=== design 1 ===
**Design 1: met1 routing**

The bar under the picture is 200 um long. Cells faint in the background.
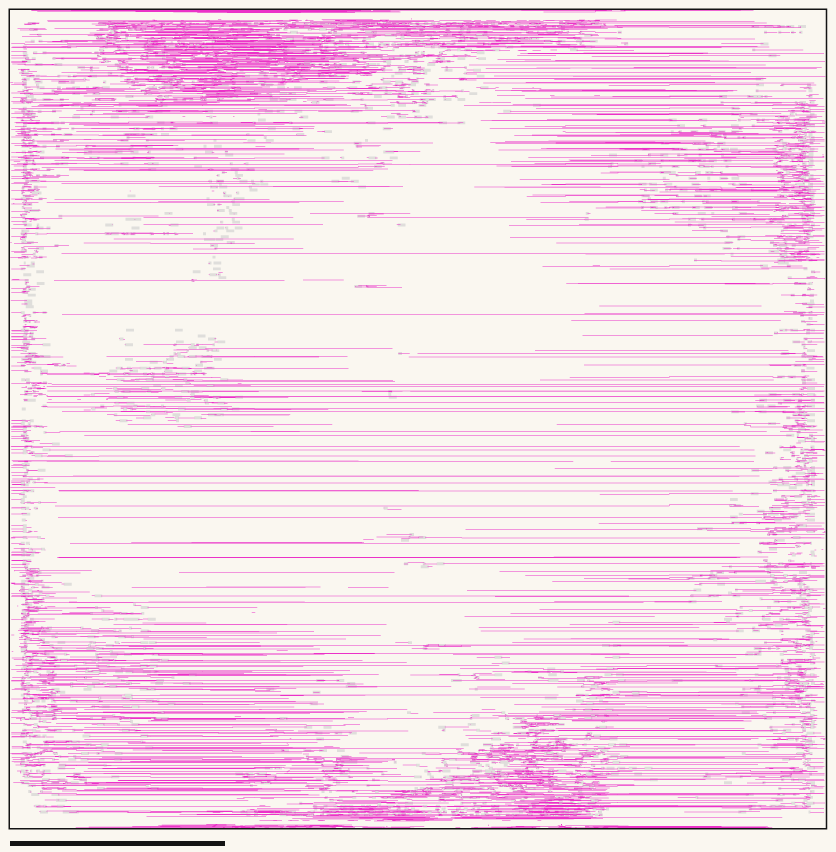
**Design 1: metal 2**

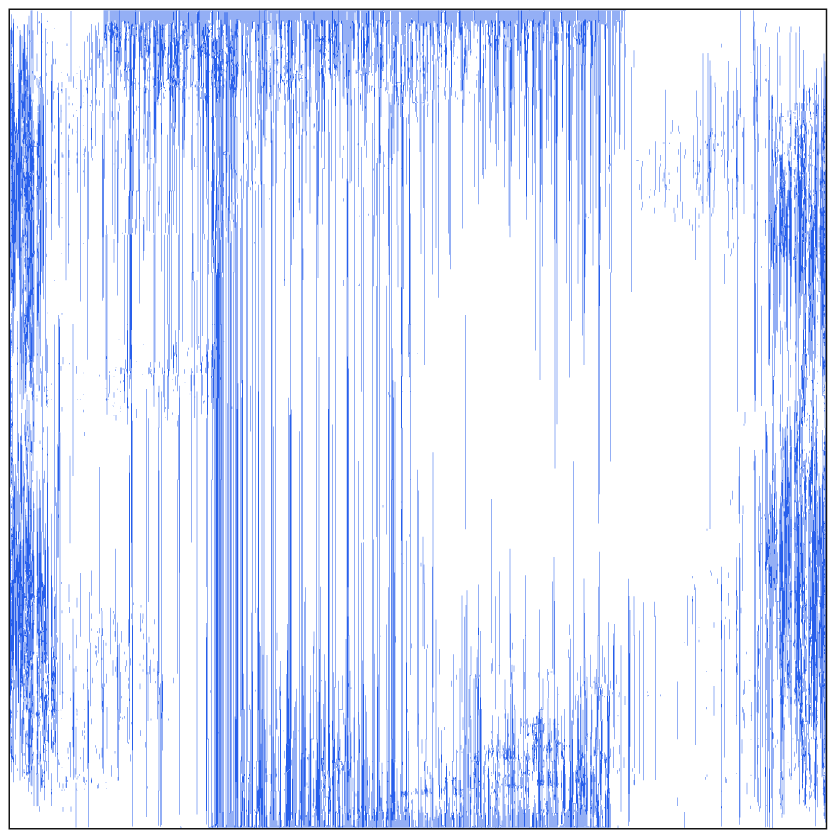
### src/rtl/quant_seq_ctrl.sv
// VSQ quantize-stage sequencer: fills the VSQ buffer one tile at a time,
// kicks the quantizer, and holds upstream off while the tile drains.
//
// Ports:
//   i_clk, i_rst_n         clock, async active-low reset
//   i_cmd_start/abort      job start pulse, synchronous abort pulse
//   i_cfg_ntile            tiles per job (0 behaves as 1)
//   o_busy, o_done         job active, one-cycle completion pulse
//   o_tile_idx             current tile index
//   i_in_valid/o_in_ready  upstream handshake, i_in_data vector
//   o_buf_we/waddr/wdata   VSQ buffer write port
//   o_q_data, o_q_start    quantizer running-max input and start pulse
//   i_q_ram_we             quantizer output-RAM strobe (drain progress)
module quant_seq_ctrl #(
    parameter int VEC_W = 640,
    parameter int DEPTH = 64,
    parameter int AW    = 6,
    parameter int TW    = 8
) (
    input  logic             i_clk,
    input  logic             i_rst_n,
    input  logic             i_cmd_start,
    input  logic             i_cmd_abort,
    input  logic [TW-1:0]    i_cfg_ntile,
    output logic             o_busy,
    output logic             o_done,
    output logic [TW-1:0]    o_tile_idx,
    input  logic             i_in_valid,
    output logic             o_in_ready,
    input  logic [VEC_W-1:0] i_in_data,
    output logic             o_buf_we,
    output logic [AW-1:0]    o_buf_waddr,
    output logic [VEC_W-1:0] o_buf_wdata,
    output logic [VEC_W-1:0] o_q_data,
    output logic             o_q_start,
    input  logic             i_q_ram_we
);

    typedef enum logic [1:0] {
        S_IDLE,
        S_FILL,
        S_KICK,
        S_DRAIN
    } state_t;

    localparam logic [AW-1:0] LAST = AW'(DEPTH - 1);

    state_t        state, state_nx;
    logic [AW-1:0] wcnt, wcnt_nx;
    logic [AW-1:0] qcnt, qcnt_nx;
    logic [TW-1:0] tile_idx, tile_nx;
    // Stores ntile-1 so the last-tile test is a plain compare.
    logic [TW-1:0] nlast, nlast_nx;
    logic          done_q, done_nx;

    always_ff @(posedge i_clk or negedge i_rst_n) begin
        if (!i_rst_n) begin
            state    <= S_IDLE;
            wcnt     <= '0;
            qcnt     <= '0;
            tile_idx <= '0;
            nlast    <= '0;
            done_q   <= 1'b0;
        end else begin
            state    <= state_nx;
            wcnt     <= wcnt_nx;
            qcnt     <= qcnt_nx;
            tile_idx <= tile_nx;
            nlast    <= nlast_nx;
            done_q   <= done_nx;
        end
    end

    always_comb begin
        state_nx   = state;
        wcnt_nx    = wcnt;
        qcnt_nx    = qcnt;
        tile_nx    = tile_idx;
        nlast_nx   = nlast;
        done_nx    = 1'b0;
        o_in_ready = 1'b0;
        o_buf_we   = 1'b0;
        o_q_data   = '0;
        o_q_start  = 1'b0;
        if (i_cmd_abort) begin
            // Abort outranks everything; in IDLE it just swallows a start.
            if (state != S_IDLE) begin
                state_nx = S_IDLE;
                wcnt_nx  = '0;
                qcnt_nx  = '0;
                tile_nx  = '0;
            end
        end else begin
            case (state)
                S_IDLE: begin
                    if (i_cmd_start) begin
                        state_nx = S_FILL;
                        wcnt_nx  = '0;
                        qcnt_nx  = '0;
                        tile_nx  = '0;
                        nlast_nx = (i_cfg_ntile == '0) ? '0
                                 : i_cfg_ntile - 1'b1;
                    end
                end
                S_FILL: begin
                    o_in_ready = 1'b1;
                    if (i_in_valid) begin
                        o_buf_we = 1'b1;
                        o_q_data = i_in_data;
                        wcnt_nx  = wcnt + 1'b1;
                        if (wcnt == LAST) state_nx = S_KICK;
                    end
                end
                S_KICK: begin
                    o_q_start = 1'b1;
                    state_nx  = S_DRAIN;
                end
                S_DRAIN: begin
                    if (i_q_ram_we) begin
                        qcnt_nx = qcnt + 1'b1;
                        if (qcnt == LAST) begin
                            if (tile_idx == nlast) begin
                                done_nx  = 1'b1;
                                state_nx = S_IDLE;
                            end else begin
                                tile_nx  = tile_idx + 1'b1;
                                state_nx = S_FILL;
                            end
                        end
                    end
                end
                default: state_nx = S_IDLE;
            endcase
        end
    end

    assign o_busy      = (state != S_IDLE);
    assign o_done      = done_q;
    assign o_tile_idx  = tile_idx;
    assign o_buf_waddr = wcnt;
    assign o_buf_wdata = i_in_data;

endmodule
### config.mk
export PLATFORM = sky130hd
export DESIGN_NAME = quant_seq_ctrl
export DESIGN_NICKNAME = d
export VERILOG_FILES = /design/src/rtl/quant_seq_ctrl.sv
export SDC_FILE = /design/constraint.sdc
export NUM_CORES = 1
export LEC_CHECK = 0
export ABC_AREA = 0
export CORE_AREA = 10 10 750 752
export CTS_CLUSTER_DIAMETER = 100
export CTS_CLUSTER_SIZE = 16
export DETAILED_ROUTE_END_ITERATION = 12
export DIE_AREA = 0 0 760 762
export MAX_ROUTING_LAYER = met4
export PLACE_DENSITY = 0.3
export SLEW_MARGIN = 20
export SYNTH_ARGS = -nofsm -noshare
export SYNTH_HDL_FRONTEND = slang
export SYNTH_SLANG_ARGS = --single-unit
### constraint.sdc
create_clock -name i_clk -period 2.37 [get_ports i_clk]
set_input_delay 0.474 -clock i_clk [delete_from_list [all_inputs] [get_ports i_clk]]
set_output_delay 0.474 -clock i_clk [all_outputs]
set_load 0.01 [all_outputs]
==> GITHUB_STEP_SUMMARY <==
## Implementation flow summary

| Metric | Value |
|---|---|
| Logic area | 5443 sq um |
| Failing checks | setup timing |
| FFs w/ async S/R, synth | 100.0% |
| Sum Neg Setup Slack | -142600 ps |
| Worst setup margin | -394.8 ps |
| Critical path startpoint | state[0] |
| Layout net count | 3993 |
| Status | complete, but fails checks |
| Final min period | 2765 ps |
| Max-slew headroom | 58.59% |
| Combinational Power | 17.2 mW |
| Inverters excl. clock | 10 |
| Max FO, Critical Path | 40 |
| # setup viols final | 593 |
| Highest Clock Rate | 361.7 MHz |
| Final Hold Fails | 0 |
| Finished Core Util | 8.600% |
## Picture notes: 'met1 routing' of design 1
longest straight run: 724 um
main direction: horizontal
wire length on this layer: 178 mm
share of all routed wire: 38%
met1 usage: 16.70%
final wirelength: 469100 um

## Picture notes: 'metal 2' of design 1
main direction: vertical
longest straight run: 688 um
nets with wire on the layer: 3755
share of all routed wire: 46%
wire length on this layer: 216 mm
total number of vias: 21070
met2 Use GR: 25.22%


=== design 2 ===
**Design 2: met1 routing**

The bar under the picture is 20 um long. Cells faint in the background.
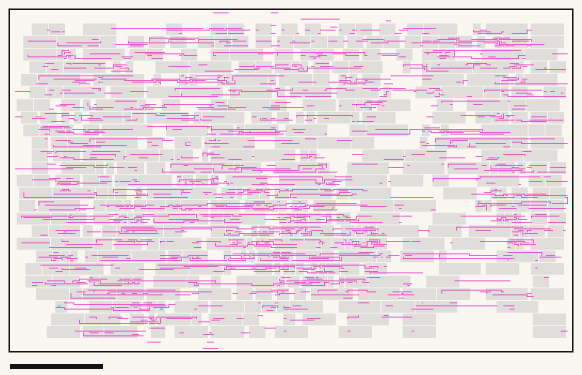
**Design 2: metal 2**

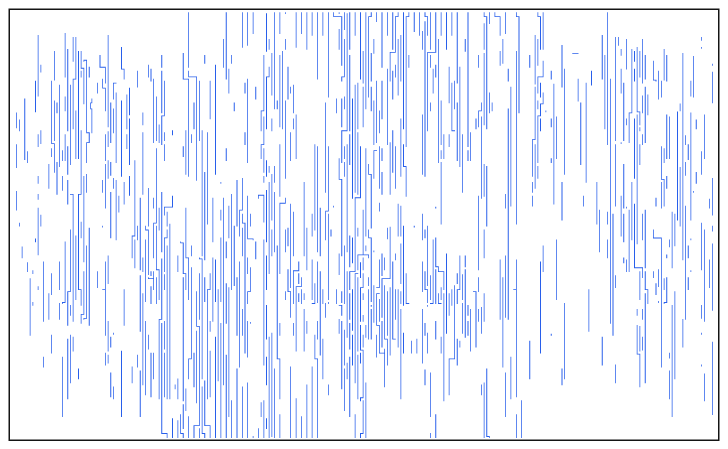
<file path="config.mk">
export PLATFORM = sky130hd
export DESIGN_NAME = bsg_mem_one_hot_byte_write_arb
export DESIGN_NICKNAME = d
export VERILOG_FILES = /design/src/rtl/bsg_mem_one_hot_byte_write_arb.sv
export SDC_FILE = /design/constraint.sdc
export NUM_CORES = 1
export LEC_CHECK = 0
export CORE_ASPECT_RATIO = 0.6
export CORE_UTILIZATION = 36
export CTS_BUF_LIST = sky130_fd_sc_hd__clkbuf_4 sky130_fd_sc_hd__clkbuf_8 sky130_fd_sc_hd__clkbuf_16
export CTS_CLUSTER_SIZE = 20
export DETAILED_ROUTE_END_ITERATION = 8
export PLACE_DENSITY = 0.77
export SLEW_MARGIN = 20
export SYNTH_ARGS = -nofsm -noshare
export SYNTH_HDL_FRONTEND = slang
export SYNTH_SLANG_ARGS = --single-unit
</file>
<file path="constraint.sdc">
create_clock -name clk_i -period 1.35 [get_ports clk_i]
set_input_delay 0.135 -clock clk_i [delete_from_list [all_inputs] [get_ports clk_i]]
set_output_delay 0.135 -clock clk_i [all_outputs]
set_load 0.05 [all_outputs]
</file>
<file path="src/rtl/bsg_mem_one_hot_byte_write_arb.sv">
// rtl/bsg_mem_one_hot_byte_write_arb.sv - write-port arbiter and one-hot decoder for a 1r1w byte-masked register file
//
// Two requesters share the single write port through valid/ready handshakes with
// round-robin priority. Accepted writes are decoded to one-hot and registered
// into the memory one cycle later. After every reset an init sweep zeroes all
// entries before any requester is accepted.
//
// Optional macro BSG_MEM_ONE_HOT_BYTE_WRITE_ARB_MERGE_EN: grants both requesters in
// the same cycle when they target the same in-range entry with disjoint masks.
//
// Ports:
//   clk_i          clock
//   reset_n_i      asynchronous active-low reset
//   w_v_i          per-requester write valid
//   w_ready_o      per-requester grant (handshake = w_v_i & w_ready_o)
//   w_addr_i       per-requester binary address, requester k at [k*addr_width_lp +: addr_width_lp]
//   w_data_i       per-requester write data
//   w_mask_i       per-requester byte mask
//   r_addr_i       read address
//   mem_w_v_o      registered one/zero-hot write select
//   mem_w_data_o   registered write data
//   mem_w_mask_o   registered byte mask
//   mem_r_v_o      combinational one/zero-hot read select
//   init_done_o    high once the init sweep has completed
//   err_o          sticky, set by an accepted out-of-range write
module bsg_mem_one_hot_byte_write_arb #(
   parameter int width_p       = 32,
   parameter int els_p         = 16,
   parameter int mask_width_lp = width_p >> 3,
   parameter int addr_width_lp = (els_p > 1) ? $clog2(els_p) : 1
) (
   input  logic                         clk_i,
   input  logic                         reset_n_i,
   input  logic [1:0]                   w_v_i,
   output logic [1:0]                   w_ready_o,
   input  logic [2*addr_width_lp-1:0]   w_addr_i,
   input  logic [2*width_p-1:0]         w_data_i,
   input  logic [2*mask_width_lp-1:0]   w_mask_i,
   input  logic [addr_width_lp-1:0]     r_addr_i,
   output logic [els_p-1:0]             mem_w_v_o,
   output logic [width_p-1:0]           mem_w_data_o,
   output logic [mask_width_lp-1:0]     mem_w_mask_o,
   output logic [els_p-1:0]             mem_r_v_o,
   output logic                         init_done_o,
   output logic                         err_o
);

   typedef enum logic {INIT, RUN} state_e;

   localparam logic [addr_width_lp-1:0] last_entry = addr_width_lp'(els_p - 1);

   state_e                    state;
   logic [addr_width_lp-1:0]  count;
   logic                      ptr;

   logic [addr_width_lp-1:0]  addr0, addr1, sel_addr;
   logic [width_p-1:0]        data0, data1, sel_data;
   logic [mask_width_lp-1:0]  mask0, mask1, sel_mask;
   logic [els_p-1:0]          sel_onehot;
   logic [1:0]                grant;
   logic                      merge;
   logic                      flip;

   // Addresses at or beyond els_p decode to all zeros.
   function automatic logic [els_p-1:0] decode(input logic [addr_width_lp-1:0] a);
      logic [els_p-1:0] d;
      d = '0;
      for (int i = 0; i < els_p; i++) begin
         d[i] = (a == addr_width_lp'(i));
      end
      return d;
   endfunction

   assign addr0 = w_addr_i[0 +: addr_width_lp];
   assign addr1 = w_addr_i[addr_width_lp +: addr_width_lp];
   assign data0 = w_data_i[0 +: width_p];
   assign data1 = w_data_i[width_p +: width_p];
   assign mask0 = w_mask_i[0 +: mask_width_lp];
   assign mask1 = w_mask_i[mask_width_lp +: mask_width_lp];

`ifdef BSG_MEM_ONE_HOT_BYTE_WRITE_ARB_MERGE_EN
   assign merge = (state == RUN) && (w_v_i == 2'b11) && (addr0 == addr1)
                  && (|decode(addr0)) && ((mask0 & mask1) == '0);
`else
   assign merge = 1'b0;
`endif

   // Grant only looks at the valids and the pointer, never at the other ready.
   always_comb begin
      grant    = 2'b00;
      flip     = 1'b0;
      sel_addr = addr0;
      sel_data = data0;
      sel_mask = mask0;
      if (state == RUN) begin
         if (merge) begin
            grant = 2'b11;
         end else if (w_v_i == 2'b11) begin
            grant = ptr ? 2'b10 : 2'b01;
            flip  = 1'b1;
         end else begin
            grant = w_v_i;
         end
      end
      if (merge) begin
         // Disjoint masks: each byte comes from whichever requester owns it.
         sel_mask = mask0 | mask1;
         for (int b = 0; b < mask_width_lp; b++) begin
            sel_data[8*b +: 8] = mask1[b] ? data1[8*b +: 8] : data0[8*b +: 8];
         end
      end else if (grant[1]) begin
         sel_addr = addr1;
         sel_data = data1;
         sel_mask = mask1;
      end
   end

   assign sel_onehot = decode(sel_addr);
   assign w_ready_o  = grant;
   assign mem_r_v_o  = decode(r_addr_i);

   always_ff @(posedge clk_i or negedge reset_n_i) begin
      if (!reset_n_i) begin
         state        <= INIT;
         count        <= '0;
         ptr          <= 1'b0;
         mem_w_v_o    <= '0;
         mem_w_data_o <= '0;
         mem_w_mask_o <= '0;
         init_done_o  <= 1'b0;
         err_o        <= 1'b0;
      end else begin
         case (state)
            INIT: begin
               mem_w_v_o    <= decode(count);
               mem_w_data_o <= '0;
               mem_w_mask_o <= '1;
               if (count == last_entry) begin
                  state       <= RUN;
                  init_done_o <= 1'b1;
               end else begin
                  count <= count + addr_width_lp'(1);
               end
            end
            RUN: begin
               mem_w_v_o <= (|grant) ? sel_onehot : '0;
               if (|grant) begin
                  mem_w_data_o <= sel_data;
                  mem_w_mask_o <= sel_mask;
                  // Accepted but out of range: nothing is written, flag it.
                  if (sel_onehot == '0) begin
                     err_o <= 1'b1;
                  end
               end
               if (flip) begin
                  ptr <= ~ptr;
               end
            end
            default: state <= INIT;
         endcase
      end
   end

endmodule

</file>
==> GITHUB_STEP_SUMMARY <==
## Implementation flow summary

| Metric | Value |
|---|---|
| RSZ-0062 raised after global routing | yes |
| Die Height | 73.55 um |
| Top cells, area | dfrtp_1 (49%), mux2i_1 (13%), nand3_1 (5.7%), o21ai_0 (4.6%), nand2_1 (2.4%) |
| Met3 routed WL | 745 um |
| Post-Layout Inst Area | 6394 sq um |
| Worst setup margin | -226.6 ps |
| Ys Warns | 0 |
| Hold_ws | 322.8 ps |
| Measured slew at the worst slew-check pin | 465.5 ps |
| NonClk Buf Share | 43.01% |
| Die width | 121.3 um |
| Seq_cells | 60 |
| Finished Core Util | 79.22% |
| Met1 usage | 29.45% |
| # setup viols final | 54 |
| Reg2Reg Launch Point | ptr |
| Reg2Reg Setup Slack | -230 ps |
| Non-CTS buffers | 203 |
| Failing checks | setup timing |
| Syn Area/Cell | 10.17 sq um |
| Clock network area share | 4.814% |
| Tcrit/Tclk final | 116.8% |
| CTS tree | yes |
| Crit path to | mem_w_v_o[0] |
| Crit path largest cell delay | 350 ps |
| Flop share of the area | 23.48% |
| Post-synthesis sequential element count | 60 |
| Yosys cell types | 39 |
| # rows | 25 |
| Top power consumer group | combinational cells |
| Status | complete, but fails checks |
| Syn_nets | 394 |
| Log Warnings | 32 |
| Fa+ha+maj area frac | 1.629% |
About 'met1 routing' of design 2:
wire length on this layer: 4200 um
nets with wire on the layer: 506
longest straight run: 44.6 um
main direction: horizontal
share of all routed wire: 41%
total number of vias: 3102
final wirelength: 10370 um

About 'metal 2' of design 2:
nets with wire on the layer: 520
share of all routed wire: 51%
longest straight run: 41.8 um
met2 Use GR: 43.05%


=== design 3 ===
[src/rtl/seg_scan_arbiter_if.sv]
// Requester/display bundle for seg_scan_arbiter.
// The brightness input is present only when SEG_SCAN_BRIGHTNESS_EN is defined.
`timescale 1ns/1ps
interface seg_scan_arbiter_if;
    logic        src_sel;
    logic [31:0] a_digits;
    logic [31:0] b_digits;
    logic [3:0]  b_blank_mask;
`ifdef SEG_SCAN_BRIGHTNESS_EN
    logic [2:0]  brightness;
`endif
    logic [3:0]  an;
    logic [7:0]  seg;
    logic        active_src;
    logic        frame_tick;

    modport master (
`ifdef SEG_SCAN_BRIGHTNESS_EN
        output brightness,
`endif
        output src_sel, a_digits, b_digits, b_blank_mask,
        input  an, seg, active_src, frame_tick
    );

    modport slave (
`ifdef SEG_SCAN_BRIGHTNESS_EN
        input  brightness,
`endif
        input  src_sel, a_digits, b_digits, b_blank_mask,
        output an, seg, active_src, frame_tick
    );
endinterface

[src/rtl/seg_scan_arbiter.sv]
// 4-digit 7-segment scan controller arbitrating between requesters A and B.
// Optional PWM dimming is enabled by defining SEG_SCAN_BRIGHTNESS_EN.
`timescale 1ns/1ps
module seg_scan_arbiter #(
    parameter int unsigned SCAN_DIV     = 124999,
    parameter int unsigned BLANK_CYCLES = 2000,
    parameter int unsigned DEB_DIV      = 1999999
) (
    input  logic              basys_clock,
    input  logic              reset,
    seg_scan_arbiter_if.slave bus
);
    localparam int unsigned SLOT_W = (SCAN_DIV > 0) ? $clog2(SCAN_DIV + 1) : 1;
    localparam int unsigned DEB_W  = (DEB_DIV > 0) ? $clog2(DEB_DIV + 1) : 1;
    localparam logic [SLOT_W-1:0] SLOT_LAST  = SLOT_W'(SCAN_DIV);
    localparam logic [SLOT_W-1:0] SLOT_BLANK = SLOT_W'(BLANK_CYCLES);
    localparam logic [DEB_W-1:0]  DEB_LAST   = DEB_W'(DEB_DIV);

    typedef enum logic {ST_BLANK = 1'b0, ST_DRIVE = 1'b1} state_t;

    state_t            state;
    logic [SLOT_W-1:0] slot_cnt;
    logic [SLOT_W-1:0] slot_nxt;
    logic [1:0]        idx;
    logic [1:0]        idx_nxt;
    logic [DEB_W-1:0]  deb_cnt;
    logic              sync1;
    logic              sync2;
    logic              deb_sel;
    logic [1:0]        deb_run;
    logic              drive_en;
    logic              slot_wrap;
    logic              src_nxt;
    logic              enter_drive;
    logic              en_nxt;
    logic              pwm_on;
    logic [7:0]        byte_nxt;
    logic [3:0]        an_sel;
`ifdef SEG_SCAN_BRIGHTNESS_EN
    logic [2:0]        pwm_cnt;
`endif

    // Next slot position, digit and source; source may only change on the frame wrap.
    always_comb begin
        slot_wrap   = (slot_cnt == SLOT_LAST);
        slot_nxt    = slot_wrap ? '0 : slot_cnt + 1'b1;
        idx_nxt     = slot_wrap ? idx - 2'd1 : idx;
        src_nxt     = (slot_wrap && (idx == 2'd0)) ? deb_sel : bus.active_src;
        enter_drive = (slot_nxt >= SLOT_BLANK) && ((state == ST_BLANK) || slot_wrap);
        en_nxt      = src_nxt || !bus.b_blank_mask[idx_nxt];
        byte_nxt    = src_nxt ? bus.a_digits[{idx_nxt, 3'b000} +: 8]
                              : bus.b_digits[{idx_nxt, 3'b000} +: 8];
        an_sel      = ~(4'b0001 << idx_nxt);
`ifdef SEG_SCAN_BRIGHTNESS_EN
        pwm_on      = (pwm_cnt <= bus.brightness);
`else
        pwm_on      = 1'b1;
`endif
    end

    always_ff @(posedge basys_clock or posedge reset) begin
        if (reset) begin
            state          <= ST_BLANK;
            slot_cnt       <= '0;
            idx            <= 2'd3;
            deb_cnt        <= '0;
            sync1          <= 1'b0;
            sync2          <= 1'b0;
            deb_sel        <= 1'b0;
            deb_run        <= 2'd0;
            drive_en       <= 1'b0;
            bus.an         <= 4'hF;
            bus.seg        <= 8'hFF;
            bus.active_src <= 1'b0;
            bus.frame_tick <= 1'b0;
`ifdef SEG_SCAN_BRIGHTNESS_EN
            pwm_cnt        <= 3'd0;
`endif
        end else begin
            slot_cnt       <= slot_nxt;
            idx            <= idx_nxt;
            bus.active_src <= src_nxt;
            bus.frame_tick <= (slot_nxt == SLOT_LAST) && (idx_nxt == 2'd0);

            // Switch debounce: three consecutive differing samples flip the select.
            sync1   <= bus.src_sel;
            sync2   <= sync1;
            deb_cnt <= (deb_cnt == DEB_LAST) ? '0 : deb_cnt + 1'b1;
            if (deb_cnt == DEB_LAST) begin
                if (sync2 != deb_sel) begin
                    if (deb_run == 2'd2) begin
                        deb_sel <= sync2;
                        deb_run <= 2'd0;
                    end else begin
                        deb_run <= deb_run + 2'd1;
                    end
                end else begin
                    deb_run <= 2'd0;
                end
            end

            if (slot_nxt < SLOT_BLANK) begin
                state   <= ST_BLANK;
                bus.an  <= 4'hF;
                bus.seg <= 8'hFF;
            end else begin
                state <= ST_DRIVE;
`ifdef SEG_SCAN_BRIGHTNESS_EN
                pwm_cnt <= pwm_cnt + 3'd1;
`endif
                // Digit byte and mask decision are frozen for the whole drive phase.
                if (enter_drive) begin
                    drive_en <= en_nxt;
                    bus.seg  <= en_nxt ? byte_nxt : 8'hFF;
                    bus.an   <= (en_nxt && pwm_on) ? an_sel : 4'hF;
                end else begin
                    bus.an   <= (drive_en && pwm_on) ? an_sel : 4'hF;
                end
            end
        end
    end
endmodule

[src/flat_wrapper.sv]
// flat-port wrapper written by rule: the top's interface ports become plain ports
module seg_scan_arbiter_flat 
#(
    parameter int unsigned SCAN_DIV     = 124999,
    parameter int unsigned BLANK_CYCLES = 2000,
    parameter int unsigned DEB_DIV      = 1999999
)
  (basys_clock, reset, bus_src_sel, bus_a_digits, bus_b_digits, bus_b_blank_mask, bus_an, bus_seg, bus_active_src, bus_frame_tick);
  seg_scan_arbiter_if bus_i ();
  input  logic basys_clock;
  input  logic reset;
  input wire logic [$bits(bus_i.src_sel)-1:0] bus_src_sel;
  input wire logic [$bits(bus_i.a_digits)-1:0] bus_a_digits;
  input wire logic [$bits(bus_i.b_digits)-1:0] bus_b_digits;
  input wire logic [$bits(bus_i.b_blank_mask)-1:0] bus_b_blank_mask;
  output wire logic [$bits(bus_i.an)-1:0] bus_an;
  output wire logic [$bits(bus_i.seg)-1:0] bus_seg;
  output wire logic [$bits(bus_i.active_src)-1:0] bus_active_src;
  output wire logic [$bits(bus_i.frame_tick)-1:0] bus_frame_tick;
  assign bus_i.src_sel = bus_src_sel;
  assign bus_i.a_digits = bus_a_digits;
  assign bus_i.b_digits = bus_b_digits;
  assign bus_i.b_blank_mask = bus_b_blank_mask;
  assign bus_an = bus_i.an;
  assign bus_seg = bus_i.seg;
  assign bus_active_src = bus_i.active_src;
  assign bus_frame_tick = bus_i.frame_tick;
  seg_scan_arbiter #(.SCAN_DIV(SCAN_DIV), .BLANK_CYCLES(BLANK_CYCLES), .DEB_DIV(DEB_DIV)) u_core (.basys_clock(basys_clock), .reset(reset), .bus(bus_i));
endmodule
[config.mk]
export PLATFORM = sky130hd
export DESIGN_NAME = seg_scan_arbiter_flat
export DESIGN_NICKNAME = d
export VERILOG_FILES = /design/src/rtl/seg_scan_arbiter_if.sv /design/src/rtl/seg_scan_arbiter.sv /design/src/flat_wrapper.sv
export SDC_FILE = /design/constraint.sdc
export NUM_CORES = 1
export LEC_CHECK = 0
export CAP_MARGIN = 30
export CORE_UTILIZATION = 30
export CTS_BUF_LIST = sky130_fd_sc_hd__clkbuf_16
export CTS_CLUSTER_DIAMETER = 40
export DETAILED_ROUTE_END_ITERATION = 6
export PLACE_DENSITY = 0.58
export SYNTH_ARGS = -nofsm -noshare
export SYNTH_HDL_FRONTEND = slang
export SYNTH_SLANG_ARGS = --single-unit
[constraint.sdc]
create_clock -name basys_clock -period 2.81 [get_ports basys_clock]
set_clock_uncertainty 0.1 [all_clocks]
set_input_delay 0.4215 -clock basys_clock [delete_from_list [all_inputs] [get_ports basys_clock]]
set_output_delay 0.4215 -clock basys_clock [all_outputs]
set_load 0.02 [all_outputs]
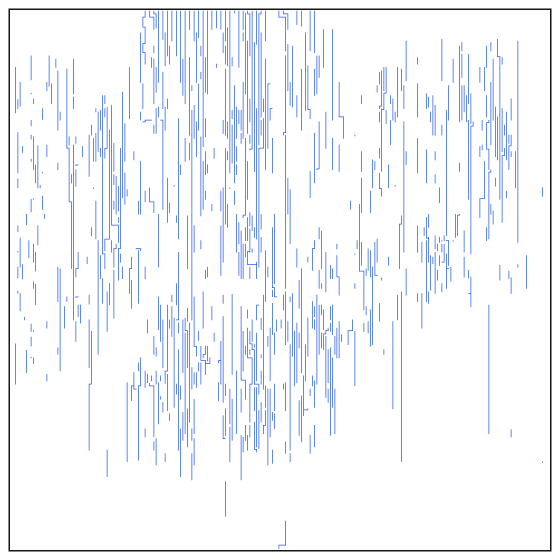
**Above:** design 3 (metal 2).
wire length on this layer: 4190 um
longest straight run: 43.2 um
main direction: vertical
total number of vias: 2950
final wirelength: 8780 um
met2 Use GR: 24.04%

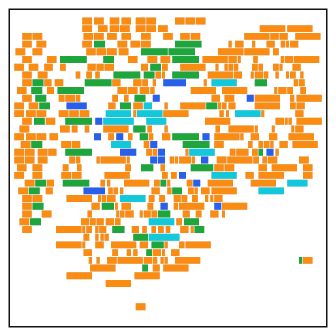
**Above:** design 3 (cell sizes after repair).
| color | size | cells | share | most used |
|---|---|---|---|---|
| blue | drive 3 to 4 | 20 | 4.5% | buf_4 |
| orange | drive 1 or less | 364 | 81% | clkdlybuf4s50_1 |
| cyan | drive 6 and up | 15 | 3.3% | clkbuf_16 |
| green | drive 2 | 49 | 11% | mux2_2 |
Post-Layout Inst Area: 4997 sq um
worst setup margin: 153.5 ps
Non-CTS buffers: 102
Synth-to-Final Area Change: 39.46%

==> GITHUB_STEP_SUMMARY <==
## Implementation flow summary

| Metric | Value |
|---|---|
| Residual DRC | 5 |
| Pin count of the biggest net entering global routing | 42 |
| Syn_nets | 420 |
| Seq_cells | 61 |
| Max cap viols | 0 |
| Failing checks | DRC |
| Dpl hpwl | 6440 um |
| CTS Sinks | 61 |
| DP Area | 4673 sq um |
| Status | complete, but fails checks |
| # setup viols final | 0 |
| Post-Place Worst Slack | 95.67 ps |
| Measured slew at the worst slew-check pin | 501.2 ps |
| Clock group | 1.16 mW |
| Hold_ws | 257.5 ps |
| Mapped Cells | 346 |
| Maximum vdd drop | 0.2578 mV |
| NonClk Buf Share | 20.28% |
| Mux frac, synth | 12.47% |
| Sum Neg Setup Slack | 0 ps |
| WL met2 | 4194 um |
| Number of global-route vias before repair | 3025 |
| Slowest stage cell, crit path | dfrtp_1 |
| Met1 usage | 19.72% |
| Via-to-Cell Ratio | 4.992 |


## Gallery

M3 wires.
Plate I
The bar under the picture is 20 um long.
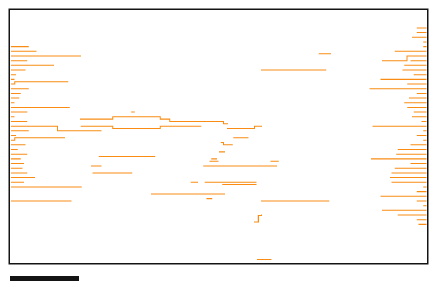
Plate II
The bar under the picture is 20 um long.
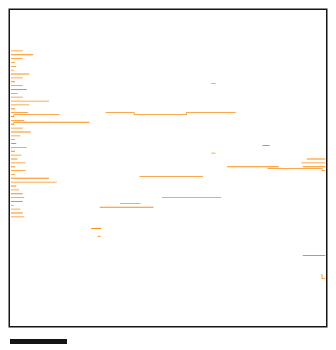
Plate III
The bar under the picture is 200 um long.
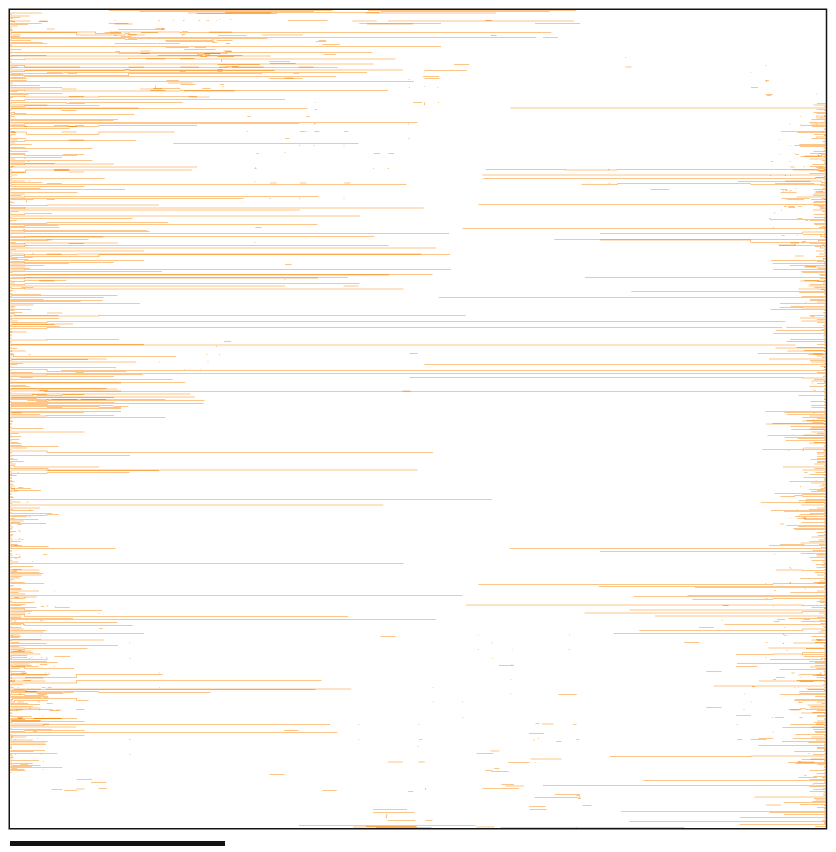
- smallest die: Plate I
- largest die: Plate III
Plate III -> design 1
Plate I -> design 2
Plate II -> design 3

Power is estimated from default activity; no workload was simulated.
